# block 1

**Block 1: clock wires, drivers and flops**

Scale bar: 20 um.
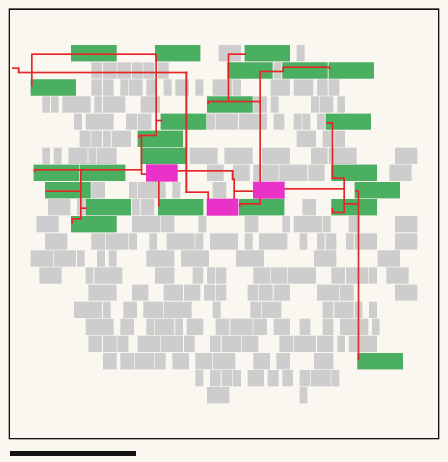

## src/rtl/pwm_pulse_stage_pkg.sv

```systemverilog
// Shared PWM constants and the duty clamp used by the pulse stage and the
// waveform generators feeding it.
package pwm_pkg;

   localparam int PWM_BITS   = 6;
   localparam int DUTY_BITS  = 7;
   localparam int PWM_PERIOD = 64;
   localparam logic [DUTY_BITS-1:0] DUTY_FULL = 7'd64;

   typedef logic [PWM_BITS-1:0]  pwm_cnt_t;
   typedef logic [DUTY_BITS-1:0] duty_t;

   // Anything above a full period of counts saturates to 100 % high.
   function automatic duty_t clamp_duty(input duty_t d);
      return (d > DUTY_FULL) ? DUTY_FULL : d;
   endfunction

endpackage

```

## src/rtl/pwm_pulse_stage_if.sv

```systemverilog
// Duty request / PWM result bundle between a waveform generator (master)
// and the pulse stage (slave).
interface pwm_pulse_stage_if;
   import pwm_pkg::*;

   logic  Enable;
   duty_t Duty_Input;
   logic  Pwm_Out;
   logic  Period_Start;
   duty_t Duty_Applied;

   modport master (
      output Enable,
      output Duty_Input,
      input  Pwm_Out,
      input  Period_Start,
      input  Duty_Applied
   );

   modport slave (
      input  Enable,
      input  Duty_Input,
      output Pwm_Out,
      output Period_Start,
      output Duty_Applied
   );

endinterface

```

## src/rtl/pwm_pulse_stage_prescaler.sv

```systemverilog
// Timebase divider: tick is high one sysclk cycle in every PRESCALE.
// With PRESCALE=1 the counter never leaves 0, so tick is constantly high.
module pwm_prescaler #(
   parameter int PRESCALE = 1
) (
   input  logic sysclk,
   input  logic reset,
   output logic tick
);

   localparam logic [7:0] LAST = 8'(PRESCALE - 1);

   logic [7:0] r_pre_cnt;
   logic       w_last;

   assign w_last = (r_pre_cnt == LAST);
   assign tick   = w_last;

   always_ff @(posedge sysclk) begin
      if (reset) begin
         r_pre_cnt <= 8'd0;
      end else if (w_last) begin
         r_pre_cnt <= 8'd0;
      end else begin
         r_pre_cnt <= r_pre_cnt + 8'd1;
      end
   end

endmodule

```

## src/rtl/pwm_pulse_stage.sv

```systemverilog
// 64-count PWM pulse stage: duty latched at period boundaries with optional
// slew limiting, registered output and period-start strobe.
module pwm_pulse_stage
   import pwm_pkg::*;
#(
   parameter int PRESCALE  = 1,
   parameter int SLEW_STEP = 64
) (
   input  logic               sysclk,
   input  logic               reset,
   pwm_pulse_stage_if.slave   bus
);

   localparam logic [7:0]           SLEW8 = 8'(SLEW_STEP);
   localparam logic [DUTY_BITS-1:0] SLEW7 = DUTY_BITS'(SLEW_STEP);

   logic     w_tick;
   logic     w_boundary;
   duty_t    w_target;
   logic [7:0] w_diff;
   logic     w_rising;
   duty_t    w_duty_next;

   pwm_cnt_t r_pwm_cnt;
   duty_t    r_duty;
   logic     r_pwm_out;
   logic     r_period_start;

   pwm_prescaler #(
      .PRESCALE (PRESCALE)
   ) u_prescaler (
      .sysclk (sysclk),
      .reset  (reset),
      .tick   (w_tick)
   );

   assign w_boundary = w_tick && (r_pwm_cnt == '1);
   assign w_target   = bus.Enable ? clamp_duty(bus.Duty_Input) : '0;
   assign w_rising   = (w_target >= r_duty);

   // Step toward the target by at most SLEW_STEP; disable bypasses the ramp.
   // Overshoot is impossible since a full step is only taken when the gap exceeds it.
   always_comb begin
      w_diff      = 8'd0;
      w_duty_next = r_duty;
      if (!bus.Enable) begin
         w_duty_next = '0;
      end else if (w_rising) begin
         w_diff      = {1'b0, w_target} - {1'b0, r_duty};
         w_duty_next = (w_diff <= SLEW8) ? w_target : (r_duty + SLEW7);
      end else begin
         w_diff      = {1'b0, r_duty} - {1'b0, w_target};
         w_duty_next = (w_diff <= SLEW8) ? w_target : (r_duty - SLEW7);
      end
   end

   always_ff @(posedge sysclk) begin
      if (reset) begin
         r_pwm_cnt <= '0;
      end else if (w_tick) begin
         r_pwm_cnt <= r_pwm_cnt + 1'b1;
      end
   end

   always_ff @(posedge sysclk) begin
      if (reset) begin
         r_duty <= '0;
      end else if (w_boundary) begin
         r_duty <= w_duty_next;
      end
   end

   always_ff @(posedge sysclk) begin
      if (reset) begin
         r_pwm_out      <= 1'b0;
         r_period_start <= 1'b0;
      end else begin
         r_pwm_out      <= bus.Enable && ({1'b0, r_pwm_cnt} < r_duty);
         r_period_start <= w_boundary;
      end
   end

   assign bus.Pwm_Out      = r_pwm_out;
   assign bus.Period_Start = r_period_start;
   assign bus.Duty_Applied = r_duty;

endmodule

```

## src/flat_wrapper.sv

```systemverilog
// flat-port wrapper written by rule: the top's interface ports become plain ports
module pwm_pulse_stage_flat import pwm_pkg::*;
#(
   parameter int PRESCALE  = 1,
   parameter int SLEW_STEP = 64
)
  (sysclk, reset, bus_Enable, bus_Duty_Input, bus_Pwm_Out, bus_Period_Start, bus_Duty_Applied);
  pwm_pulse_stage_if bus_i ();
  input  logic sysclk;
  input  logic reset;
  input wire logic [$bits(bus_i.Enable)-1:0] bus_Enable;
  input wire logic [$bits(bus_i.Duty_Input)-1:0] bus_Duty_Input;
  output wire logic [$bits(bus_i.Pwm_Out)-1:0] bus_Pwm_Out;
  output wire logic [$bits(bus_i.Period_Start)-1:0] bus_Period_Start;
  output wire logic [$bits(bus_i.Duty_Applied)-1:0] bus_Duty_Applied;
  assign bus_i.Enable = bus_Enable;
  assign bus_i.Duty_Input = bus_Duty_Input;
  assign bus_Pwm_Out = bus_i.Pwm_Out;
  assign bus_Period_Start = bus_i.Period_Start;
  assign bus_Duty_Applied = bus_i.Duty_Applied;
  pwm_pulse_stage #(.PRESCALE(PRESCALE), .SLEW_STEP(SLEW_STEP)) u_core (.sysclk(sysclk), .reset(reset), .bus(bus_i));
endmodule
```

## config.mk

```make
export PLATFORM = sky130hd
export DESIGN_NAME = pwm_pulse_stage_flat
export DESIGN_NICKNAME = d
export VERILOG_FILES = /design/src/rtl/pwm_pulse_stage_pkg.sv /design/src/rtl/pwm_pulse_stage_if.sv /design/src/rtl/pwm_pulse_stage_prescaler.sv /design/src/rtl/pwm_pulse_stage.sv /design/src/flat_wrapper.sv
export SDC_FILE = /design/constraint.sdc
export NUM_CORES = 1
export LEC_CHECK = 0
export ABC_CLOCK_PERIOD_IN_PS = 4200
export CORE_MARGIN = 3
export CORE_UTILIZATION = 45
export CTS_CLUSTER_DIAMETER = 80
export DETAILED_ROUTE_END_ITERATION = 10
export GPL_TIMING_DRIVEN = 1
export HOLD_SLACK_MARGIN = 0.12
export PLACE_DENSITY_LB_ADDON = 0.2
export RECOVER_POWER = 100
export SLEW_MARGIN = 20
export SYNTH_ARGS = -nofsm -noshare
export SYNTH_HDL_FRONTEND = slang
export SYNTH_HIERARCHICAL = 1
export SYNTH_SLANG_ARGS = --single-unit
```

## constraint.sdc

```tcl
create_clock -name sysclk -period 4.2 [get_ports sysclk]
set_clock_uncertainty 0.15 [all_clocks]
set_input_delay 0.63 -clock sysclk [delete_from_list [all_inputs] [get_ports sysclk]]
set_output_delay 0.63 -clock sysclk [all_outputs]
set_load 0.1 [all_outputs]
```

# block 2

## src/rtl/top_pkg.sv

```systemverilog
// Shared constants for the board accumulator: default parameters, button
// indices and active-low 7-segment glyphs ({g,f,e,d,c,b,a}).
package top_pkg;

    localparam int unsigned DEFAULT_SCAN_DIV        = 4;
    localparam int unsigned DEFAULT_DEBOUNCE_CYCLES = 16;

    localparam int unsigned BTN_INC    = 3;
    localparam int unsigned BTN_COMMIT = 2;
    localparam int unsigned BTN_CLRA   = 1;
    localparam int unsigned BTN_CLRE   = 0;

    localparam logic [6:0] SEG_0 = 7'b1000000;
    localparam logic [6:0] SEG_1 = 7'b1111001;
    localparam logic [6:0] SEG_2 = 7'b0100100;
    localparam logic [6:0] SEG_3 = 7'b0110000;
    localparam logic [6:0] SEG_4 = 7'b0011001;
    localparam logic [6:0] SEG_5 = 7'b0010010;
    localparam logic [6:0] SEG_6 = 7'b0000010;
    localparam logic [6:0] SEG_7 = 7'b1111000;
    localparam logic [6:0] SEG_8 = 7'b0000000;
    localparam logic [6:0] SEG_9 = 7'b0010000;
    localparam logic [6:0] SEG_A = 7'b0001000;
    localparam logic [6:0] SEG_B = 7'b0000011;
    localparam logic [6:0] SEG_C = 7'b1000110;
    localparam logic [6:0] SEG_D = 7'b0100001;
    localparam logic [6:0] SEG_E = 7'b0000110;
    localparam logic [6:0] SEG_F = 7'b0001110;

    function automatic logic [6:0] hex2seg(input logic [3:0] nib);
        case (nib)
            4'h0:    return SEG_0;
            4'h1:    return SEG_1;
            4'h2:    return SEG_2;
            4'h3:    return SEG_3;
            4'h4:    return SEG_4;
            4'h5:    return SEG_5;
            4'h6:    return SEG_6;
            4'h7:    return SEG_7;
            4'h8:    return SEG_8;
            4'h9:    return SEG_9;
            4'hA:    return SEG_A;
            4'hB:    return SEG_B;
            4'hC:    return SEG_C;
            4'hD:    return SEG_D;
            4'hE:    return SEG_E;
            default: return SEG_F;
        endcase
    endfunction

endpackage

```

## src/rtl/top_button_conditioner.sv

```systemverilog
// One push-button: 2-flop synchroniser, optional debounce (TOP_DEBOUNCE_EN),
// rising-edge detect into a single-cycle registered pulse.
module button_conditioner
    import top_pkg::*;
#(
    parameter int unsigned DEBOUNCE_CYCLES = DEFAULT_DEBOUNCE_CYCLES
) (
    input  logic clk,
    input  logic rst,
    input  logic btn,
    output logic pulse
);

    logic       sync_p0;
    logic       sync_p1;
    logic       level;
    logic       level_d;
    logic       armed;
    logic [1:0] fill;

    always_ff @(posedge clk or posedge rst) begin
        if (rst) begin
            sync_p0 <= 1'b0;
            sync_p1 <= 1'b0;
        end else begin
            sync_p0 <= btn;
            sync_p1 <= sync_p0;
        end
    end

`ifdef TOP_DEBOUNCE_EN
    localparam int unsigned CNT_W = (DEBOUNCE_CYCLES > 1) ? $clog2(DEBOUNCE_CYCLES) : 1;

    logic [CNT_W-1:0] cnt;
    logic             stable;

    always_ff @(posedge clk or posedge rst) begin
        if (rst) begin
            cnt    <= '0;
            stable <= 1'b0;
        end else if (sync_p1 == stable) begin
            cnt <= '0;
        end else if (cnt == CNT_W'(DEBOUNCE_CYCLES - 1)) begin
            stable <= sync_p1;
            cnt    <= '0;
        end else begin
            cnt <= cnt + 1'b1;
        end
    end

    assign level = stable;
`else
    localparam int unsigned unused_debounce_cycles = DEBOUNCE_CYCLES;

    assign level = sync_p1;
`endif

    // Arm only after the synchroniser holds real samples and has seen the
    // button released, so a press held through reset never pulses.
    always_ff @(posedge clk or posedge rst) begin
        if (rst) begin
            level_d <= 1'b0;
            armed   <= 1'b0;
            fill    <= 2'd0;
            pulse   <= 1'b0;
        end else begin
            level_d <= level;
            if (fill != 2'd2)
                fill <= fill + 2'd1;
            if (fill == 2'd2 && !sync_p1)
                armed <= 1'b1;
            pulse <= level & ~level_d & armed;
        end
    end

endmodule

```

## src/rtl/top_level.sv

```systemverilog
// Board accumulator top: button conditioning, 8-bit entry / 16-bit accumulator
// datapath and 4-digit hex display scan. Optional macro: TOP_DEBOUNCE_EN.
module top_level
    import top_pkg::*;
#(
    parameter int unsigned SCAN_DIV        = DEFAULT_SCAN_DIV,
    parameter int unsigned DEBOUNCE_CYCLES = DEFAULT_DEBOUNCE_CYCLES
) (
    input  logic       clk,
    input  logic [7:0] switch,
    input  logic [3:0] button,
    output logic [6:0] digits,
    output logic [3:0] sel,
    output logic [7:0] led
);

    localparam int unsigned DIV_W = (SCAN_DIV > 1) ? $clog2(SCAN_DIV) : 1;

    logic             rst;
    logic [3:0]       pulse;
    logic             op_p0, op_p1;
    logic             dsel_p0, dsel_p1;
    logic [7:0]       entry;
    logic [15:0]      acc;
    logic [15:0]      disp;
    logic [DIV_W-1:0] div_cnt;
    logic [1:0]       idx;
    logic [1:0]       idx_nxt;
    logic [3:0]       nib;
    logic             unused_switch;

    assign rst           = switch[1];
    assign unused_switch = ^{switch[7:4], switch[2]};

    for (genvar i = 0; i < 4; i++) begin : g_btn
        button_conditioner #(
            .DEBOUNCE_CYCLES(DEBOUNCE_CYCLES)
        ) u_cond (
            .clk  (clk),
            .rst  (rst),
            .btn  (button[i]),
            .pulse(pulse[i])
        );
    end

    always_ff @(posedge clk or posedge rst) begin
        if (rst) begin
            op_p0   <= 1'b0;
            op_p1   <= 1'b0;
            dsel_p0 <= 1'b0;
            dsel_p1 <= 1'b0;
        end else begin
            op_p0   <= switch[3];
            op_p1   <= op_p0;
            dsel_p0 <= switch[0];
            dsel_p1 <= dsel_p0;
        end
    end

    // Commit consumes the old entry in the same cycle it zeroes it.
    always_ff @(posedge clk or posedge rst) begin
        if (rst) begin
            entry <= 8'h00;
            acc   <= 16'h0000;
            led   <= 8'h00;
        end else begin
            if (pulse[BTN_CLRE] || pulse[BTN_COMMIT])
                entry <= 8'h00;
            else if (pulse[BTN_INC])
                entry <= entry + 8'd1;

            if (pulse[BTN_CLRA])
                acc <= 16'h0000;
            else if (pulse[BTN_COMMIT])
                acc <= op_p1 ? acc - {8'h00, entry} : acc + {8'h00, entry};

            led <= entry;
        end
    end

    always_comb begin
        disp    = dsel_p1 ? {8'h00, entry} : acc;
        idx_nxt = idx + 2'd1;
        nib     = disp[{idx_nxt, 2'b00} +: 4];
    end

    // Glyph and enable are latched together at the start of each digit slot.
    always_ff @(posedge clk or posedge rst) begin
        if (rst) begin
            div_cnt <= '0;
            idx     <= 2'd0;
            sel     <= 4'b1110;
            digits  <= SEG_0;
        end else if (div_cnt == DIV_W'(SCAN_DIV - 1)) begin
            div_cnt <= '0;
            idx     <= idx_nxt;
            sel     <= ~(4'b0001 << idx_nxt);
            digits  <= hex2seg(nib);
        end else begin
            div_cnt <= div_cnt + 1'b1;
        end
    end

endmodule

```

## config.mk

```make
export PLATFORM = sky130hd
export DESIGN_NAME = top_level
export DESIGN_NICKNAME = d
export VERILOG_FILES = /design/src/rtl/top_pkg.sv /design/src/rtl/top_button_conditioner.sv /design/src/rtl/top_level.sv
export SDC_FILE = /design/constraint.sdc
export NUM_CORES = 1
export LEC_CHECK = 0
export ABC_AREA = 1
export CORE_MARGIN = 2
export CORE_UTILIZATION = 53
export DETAILED_ROUTE_END_ITERATION = 10
export GPL_TIMING_DRIVEN = 0
export HOLD_SLACK_MARGIN = 0.12
export PLACE_DENSITY_LB_ADDON = 0.08
export SYNTH_ARGS = -nofsm -noshare
export SYNTH_HDL_FRONTEND = slang
export SYNTH_SLANG_ARGS = --single-unit
export TNS_END_PERCENT = 50
```

## constraint.sdc

```tcl
create_clock -name clk -period 2.5 [get_ports clk]
set_clock_uncertainty 0.05 [all_clocks]
set_input_delay 0.5 -clock clk [delete_from_list [all_inputs] [get_ports clk]]
set_output_delay 0.5 -clock clk [all_outputs]
set_load 0.05 [all_outputs]
```

# block 3

## config.mk

```make
export PLATFORM = sky130hd
export DESIGN_NAME = irq_capture_prio4
export DESIGN_NICKNAME = d
export VERILOG_FILES = /design/src/rtl/irq_capture_prio4.sv
export SDC_FILE = /design/constraint.sdc
export NUM_CORES = 1
export LEC_CHECK = 0
export CAP_MARGIN = 20
export CORE_UTILIZATION = 40
export DETAILED_ROUTE_END_ITERATION = 8
export PLACE_DENSITY = 0.8
export SLEW_MARGIN = 5
export SYNTH_ARGS = -nofsm -noshare
export SYNTH_HDL_FRONTEND = slang
export SYNTH_SLANG_ARGS = --single-unit
```

## constraint.sdc

```tcl
create_clock -name clk -period 1.4 [get_ports clk]
set_input_delay 0.14 -clock clk [delete_from_list [all_inputs] [get_ports clk]]
set_output_delay 0.14 -clock clk [all_outputs]
set_load 0.02 [all_outputs]
```

## src/rtl/irq_capture_prio4.sv

```systemverilog
// Four-line request capture with a fixed-priority (3 highest) valid/ready index output.
// Optional IRQ_CAPTURE_MASK_EN adds a per-line mask that only affects eligibility.
module irq_capture_prio4 #(
    parameter int EDGE_MODE = 1,
    parameter int OVF_W     = 4
) (
    input  logic             clk,
    input  logic             rst_n,
    input  logic [3:0]       req,
`ifdef IRQ_CAPTURE_MASK_EN
    input  logic [3:0]       mask,
`endif
    input  logic             out_ready,
    output logic             out_valid,
    output logic [1:0]       out_idx,
    output logic [3:0]       pending,
    output logic [OVF_W-1:0] ovf_cnt
);

    typedef enum logic {
        S_IDLE  = 1'b0,
        S_VALID = 1'b1
    } state_t;

    state_t           state_q, state_d;
    logic [1:0]       idx_q, idx_d;
    logic [3:0]       pend_q, pend_d;
    logic [3:0]       req_prev_q;
    logic [OVF_W-1:0] ovf_q, ovf_d;

    logic             acc;
    logic [3:0]       ev, clr, elig, lost, mask_eff;

`ifdef IRQ_CAPTURE_MASK_EN
    assign mask_eff = mask;
`else
    assign mask_eff = 4'b0000;
`endif

    function automatic logic [1:0] top_bit(input logic [3:0] v);
        if (v[3])      return 2'd3;
        else if (v[2]) return 2'd2;
        else if (v[1]) return 2'd1;
        else           return 2'd0;
    endfunction

    // NOTE: every signal assigned here gets a default first, so no path leaves a latch.
    always_comb begin
        ev      = (EDGE_MODE != 0) ? (req & ~req_prev_q) : req;
        acc     = (state_q == S_VALID) && out_ready;
        clr     = acc ? (4'b0001 << idx_q) : 4'b0000;
        elig    = pend_q & ~clr & ~mask_eff;
        lost    = ev & pend_q & ~clr;
        pend_d  = (pend_q & ~clr) | ev;
        ovf_d   = ovf_q;
        state_d = state_q;
        idx_d   = idx_q;

        if ((|lost) && (ovf_q != {OVF_W{1'b1}}))
            ovf_d = ovf_q + OVF_W'(1);

        case (state_q)
            S_IDLE: begin
                if (|elig) begin
                    state_d = S_VALID;
                    idx_d   = top_bit(elig);
                end
            end
            S_VALID: begin
                // The presented index is frozen until accepted, even if a higher line arrives.
                if (acc) begin
                    if (|elig) begin
                        idx_d = top_bit(elig);
                    end else begin
                        state_d = S_IDLE;
                    end
                end
            end
            default: state_d = S_IDLE;
        endcase
    end

    // NOTE: sequential state uses non-blocking assignments so all flops update together.
    always_ff @(posedge clk or negedge rst_n) begin
        if (!rst_n) begin
            state_q    <= S_IDLE;
            idx_q      <= 2'd0;
            pend_q     <= 4'b0000;
            req_prev_q <= 4'b0000;
            ovf_q      <= '0;
        end else begin
            state_q    <= state_d;
            idx_q      <= idx_d;
            pend_q     <= pend_d;
            req_prev_q <= req;
            ovf_q      <= ovf_d;
        end
    end

    assign out_valid = (state_q == S_VALID);
    assign out_idx   = idx_q;
    assign pending   = pend_q;
    assign ovf_cnt   = ovf_q;

endmodule
```


==> layout pictures side by side <==
Cells coloured by class.
(a)
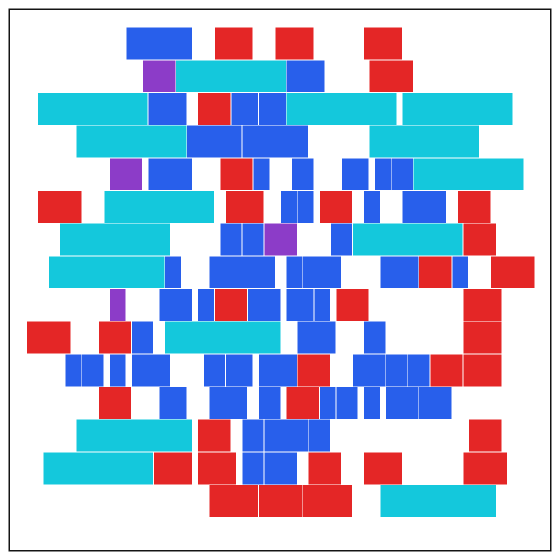
(b)
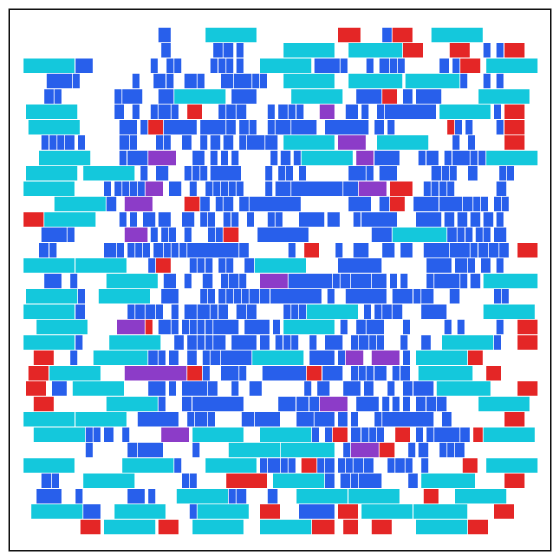
(c)
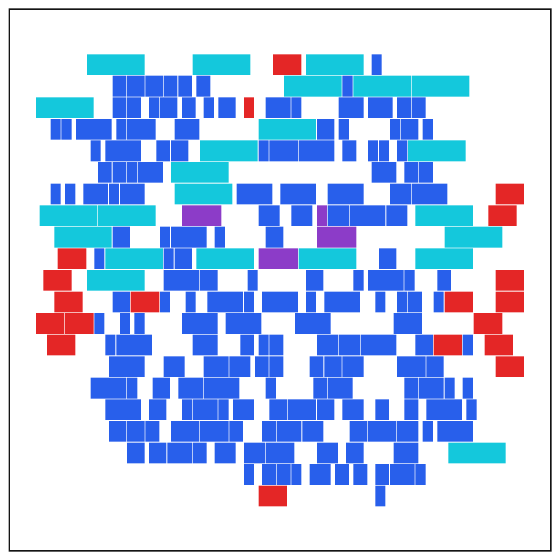
- fewest cells: (a)
- most sequential cells: (b)
Block 3 is (a).
Block 1 is (c).
Block 2 is (b).

**Block 1: clock routing**

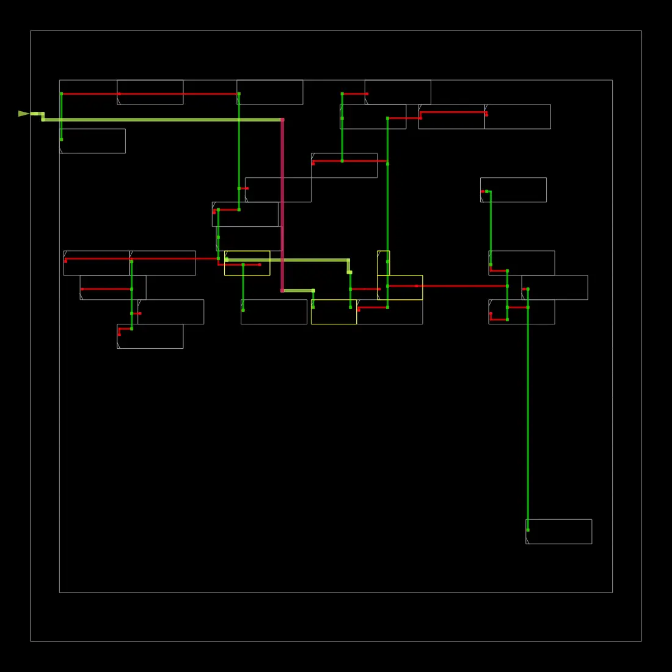
Clk. pwr: 133 uW
total CTS buffers: 3
clkbuf count: 4

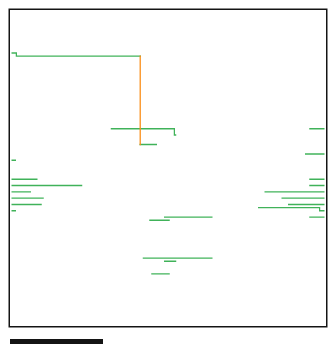
**Above:** block 1 (signal wires by layer).
Scale bar: 20 um. Two of the layers only.
Green shows metal 3, wire length 180 um. Orange shows metal 4, wire length 19.0 um.
WL final: 3410 um
vias post-DR: 1468

## Picture notes: 'clock wires, drivers and flops' of block 1
Red shows clock wires, length 285 um. Magenta shows clock drivers, count 3. Green shows flip-flops, count 23.
There are 4 routed clock nets.
Clk Latency, worst-skew pair: 0.26 ns
clock share of power: 29.6%

==> ci_impl_report.md, block 1 <==
## PnR job results

| Metric | Value |
|---|---|
| Asr flop ratio synth | `0%` |
| Mapped Cells | `211` |
| Number of DRC markers in iteration 0 | `84` |
| Num ports | `19` |
| RSZ-0062 raised after global routing | `false` |
| Yosys warnings | `6` |
| DIE AREA | `4630 um^2` |
| Clock Sinks | `23` |
| Fmax | `255 MHz` |
| Arrival @ worst endpoint | `3.93 ns` |
| Tot GR Track Use | `17.1%` |
| Register area | `460 um^2` |
| Longest Clk Path Bufs | `2` |
| Worst R2R Start | `u_core/bus.Duty_Applied[3]` |
| Worst VDD drop | `0.259 mV` |
| Area after DPL | `1960 um^2` |
| GPL Wtd Cong | `0.814` |
| Status | `finished clean` |
| Post-CTS sizing | `0` |
| Worst Tran Pin Value | `1.22 ns` |
| Initial Utilization | `49.3%` |
| Buffers on Ports | `18` |
| Leak | `0.885 nW` |
| Hold Crit Start | `u_core/u_prescaler/r_pre_cnt[7]` |
| Setup TNS | `0 ns` |
## block 1: where the power goes
| part | total (mW) | leakage [nW] | internal [mW] | switching [mW] |
|---|---|---|---|---|
| registers | 0.224 | 0.186 | 0.221 | 0.00294 |
| clock network | 0.133 | 0.0228 | 0.0675 | 0.0653 |
| logic | 0.0917 | 0.677 | 0.0442 | 0.0474 |
| total | 0.448 | 0.885 | 0.333 | 0.116 |
## block 1: cells by family after synthesis
| group | after synthesis | share of synthesized area [%] |
|---|---|---|
| AND/OR/NAND/NOR | 64 | 19.0 |
| AND-OR/OR-AND | 60 | 24.7 |
| buffers and inverters | 28 | 6.13 |
| adder cells (fa/ha/maj) | 24 | 17.3 |
| flip-flops | 23 | 26.6 |
| XOR/XNOR | 10 | 5.05 |
| multiplexers | 2 | 1.15 |
## block 1: routing by layer
| layer | routed length (um) | share of wire (%) | global-route usage [%] |
|---|---|---|---|
| met5 | 0 | 0 | 0 |
| met4 | 19 | 0.56 | 2.98 |
| met3 | 180 | 5.3 | 3.78 |
| met2 | 1450 | 42 | 26.6 |
| met1 | 1770 | 52 | 24.4 |
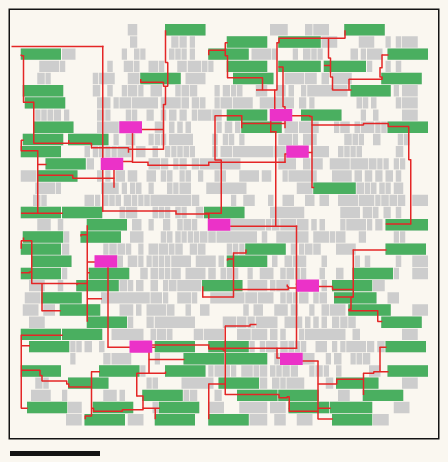
**Above:** block 2 (clock wires, drivers and flops).
Scale bar: 20 um.
Green shows flip-flops, count 79. Magenta shows clock drivers, count 9. Red shows clock wires, length 1050 um.
Position of the flops: spread over the die. There are 10 routed clock nets.
Clk. pwr: 1.02 mW
clock share of power: 20.3%
Clk Latency, worst-skew pair: 0.36 ns

==> ci_impl_report.md, block 2 <==
## PnR job results

| Metric | Value |
|---|---|
| Max cap viols | `0` |
| CP Capture Point | `acc[12]` |
| Number of enable flip-flop cells | `0` |
| Failing checks | `negative setup slack` |
| Post-synth top cells | `nand2_1 (168), dfrtp_1 (75), inv_1 (70)` |
| Crit-path max FO | `4` |
| Overall Power | `5.04 mW` |
| GRT overflow | `0` |
| Post-DR vias/cell | `5.14` |
| Std-Cell Rows | `33` |
| Gate Area | `2390 um^2` |
| Cell depth of the worst setup path | `16` |
| First-pass DRT Iterations | `4` |
| Chip Area, Yosys | `4440 um^2` |
| Main logic family | `simple AND/OR/NAND/NOR gates` |
| Vias post-DR | `3651` |
| Setup ws final | `-0.0505 ns` |
| RSZ-0062 raised after global routing | `true` |
| Seq Cell Count | `79` |
| Most common cell in the netlist | `nand2_1` |
| Setup violations, final | `3` |
| Clock slew at reported path FFs | `0.10 ns` |
| Tool warnings | `42` |
| Num ports | `32` |
| Post-DP HPWL | `6800 um` |
| R2R depth | `16` |
| Core ar. | `8180 um^2` |
| Critical Path Start Type | `register` |
| Final instance area | `5480 um^2` |
| Fmax | `392 MHz` |
| Top cells by area | `dfrtp_1 (42%), nand2_1 (14%), ha_1 (9.3%), inv_1 (5.9%), nand3_1 (4.8%)` |
| Nonclk inv count | `74` |
| Mapped Cells | `545` |
| Status | `finished with violations` |
| Pin count of the biggest net entering global routing | `43` |
| Longest Clk Path Bufs | `2` |
| Basic Gates by Area | `27.6%` |
block 2: power breakdown:
group          leakage, nW  internal (mW)  switching [mW]
Clock                0.105          0.504           0.518
Combinational         1.66          0.946            1.46
Sequential           0.967           1.45           0.165
block 2: cell usage in the layout, fill, tap and decap left out, types with 2 or more instances in the layout:
cell	Yosys	layout
a21oi_1	25	21
a21oi_2	1	4
buf_4	0	19
buf_6	3	3
clkbuf_1	3	2
clkbuf_8	0	10
clkdlybuf4s50_1	0	26
clkinvlp_4	0	2
dfrtp_1	75	68
dfrtp_2	0	7
dfstp_2	4	4
ha_1	33	23
ha_2	0	2
ha_4	0	8
inv_1	70	57
inv_2	2	13
inv_4	1	2
inv_6	1	3
nand2_1	168	154
nand2_2	6	20
nand2_4	2	2
nand3_1	43	40
nand3_2	4	6
nand3_4	1	2
nand3b_1	3	3
nor2_1	29	24
nor2_2	2	5
nor2_4	0	2
nor3_1	8	6
nor3_2	1	3
o211ai_1	2	2
o21ai_0	27	24
o21ai_1	2	4
o22ai_1	2	2
o31ai_4	0	2
xnor2_1	4	4
xor2_1	7	7
block 2: routing by layer:
layer  wire length (um)  GRT usage (%)
met4                106           8.10
met1               4440           30.9
met5                  0              0
met3                403           4.58
met2               4790           38.3
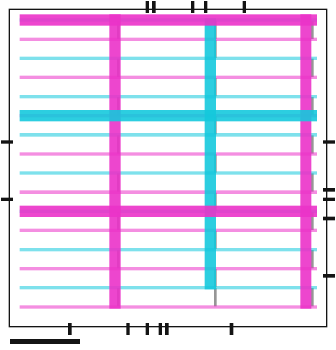
**Above:** block 3 (supply network).
Scale bar: 10 um. Pins as bars on the die edge. Tap cells in grey.
Cyan shows VDD. Magenta shows VSS.
25 tap cells. The core has 15 rows. 3 straps on met4.
die height: 45.0 um
Core ar.: 1730 um^2
Die Span X: 45.0 um

==> ci_impl_report.md, block 3 <==
## PnR job results

| Metric | Value |
|---|---|
| Clk cell area share | `2.39%` |
| Post-DP HPWL | `1260 um` |
| Std-Cell Rows | `15` |
| Critical-path cell list | `nand3b_1, nor3_2, o221ai_2, nand2_1, mux2_4` |
| Clock slew at reported path FFs | `0.09 ns` |
| Clk Latency, worst-skew pair | `0.28 ns` |
| Mapped Cells | `74` |
| Nonclk inv count | `4` |
| Status | `finished with violations` |
| Pin count of the biggest net entering global routing | `16` |
| Post-route core utilization | `63.8%` |
| Syn_nets | `82` |
| Largest area contributor in the netlist | `dfrtp_1` |
| DR DRC count | `0` |
| Main logic family | `simple AND/OR/NAND/NOR gates` |
| Buffers on Ports | `17` |
| Synth Cell Area | `738 um^2` |
| Post-synth top flop | `dfrtp_1` |
| Top cells by area | `dfrtp_1 (51%), o21ai_0 (5.4%), nand3b_1 (4.1%), nand2_1 (3.6%), a21oi_1 (3.4%)` |
| Logic share of the area | `32.5%` |
| Antenna violations before repair | `0` |
| MUX area fraction | `4.41%` |
| Area after DPL | `1050 um^2` |
| Setup ws final | `-0.125 ns` |
| Failing checks | `negative setup slack` |
| Register area | `380 um^2` |
| DIE AREA | `2020 um^2` |
| Gate Area | `358 um^2` |
| Post-DR vias/cell | `5.21` |
| Sw Share | `40.6%` |
| Critical Path Start Type | `register` |
| Initial Utilization | `42.8%` |
| Seq pwr | `743 uW` |
| Setup TNS | `-0.309 ns` |
| Fill cell count | `155` |
| Setup violations, final | `3` |
| Minimum clock period | `1.52 ns` |
| Arrival @ worst endpoint | `1.70 ns` |
| Tapcell Cnt | `25` |
-- block 3: layout by cell type (no fill, tap or decap), drive strengths merged, types with 2 or more instances in the layout --
cell type,synthesis,routed
buf,2,17
nand4,2,2
inv,4,4
dfrtp,15,15
a22o,2,2
nand4b,2,2
dlygate4sd2,0,10
nor3,2,2
nand2b,2,2
nor2,4,4
and3b,2,2
a21oi,5,5
o21ai,8,8
nand2,7,7
mux2,2,2
nand3b,4,4
clkdlybuf4s50,0,6
clkbuf,0,4
nand3,3,3
-- block 3: worst paths after layout --
check	depth (start not counted)	slack, ns	to	start
worst max-delay path	5	-0.12	ovf_cnt[1]	out_idx[1]
worst min-delay path	2	0.17	out_idx[0]	rst_n
worst max register to register	5	-0.12	ovf_cnt[1]	out_idx[1]
worst min register to register	1	0.47	pending[1]	req_prev_q[1]
max in group asynchronous	2	1.04	pending[1]	rst_n
min in group clk	1	0.35	req_prev_q[1]	req[1]
-- block 3: critical path, delay by kind of cell, from the launching register on --
kind            cells  cell delay (ns)
compound gates      1             0.14
flops               1             0.43
mux                 1             0.31
simple gates        3             0.53

Power and IR drop assume default switching activity.
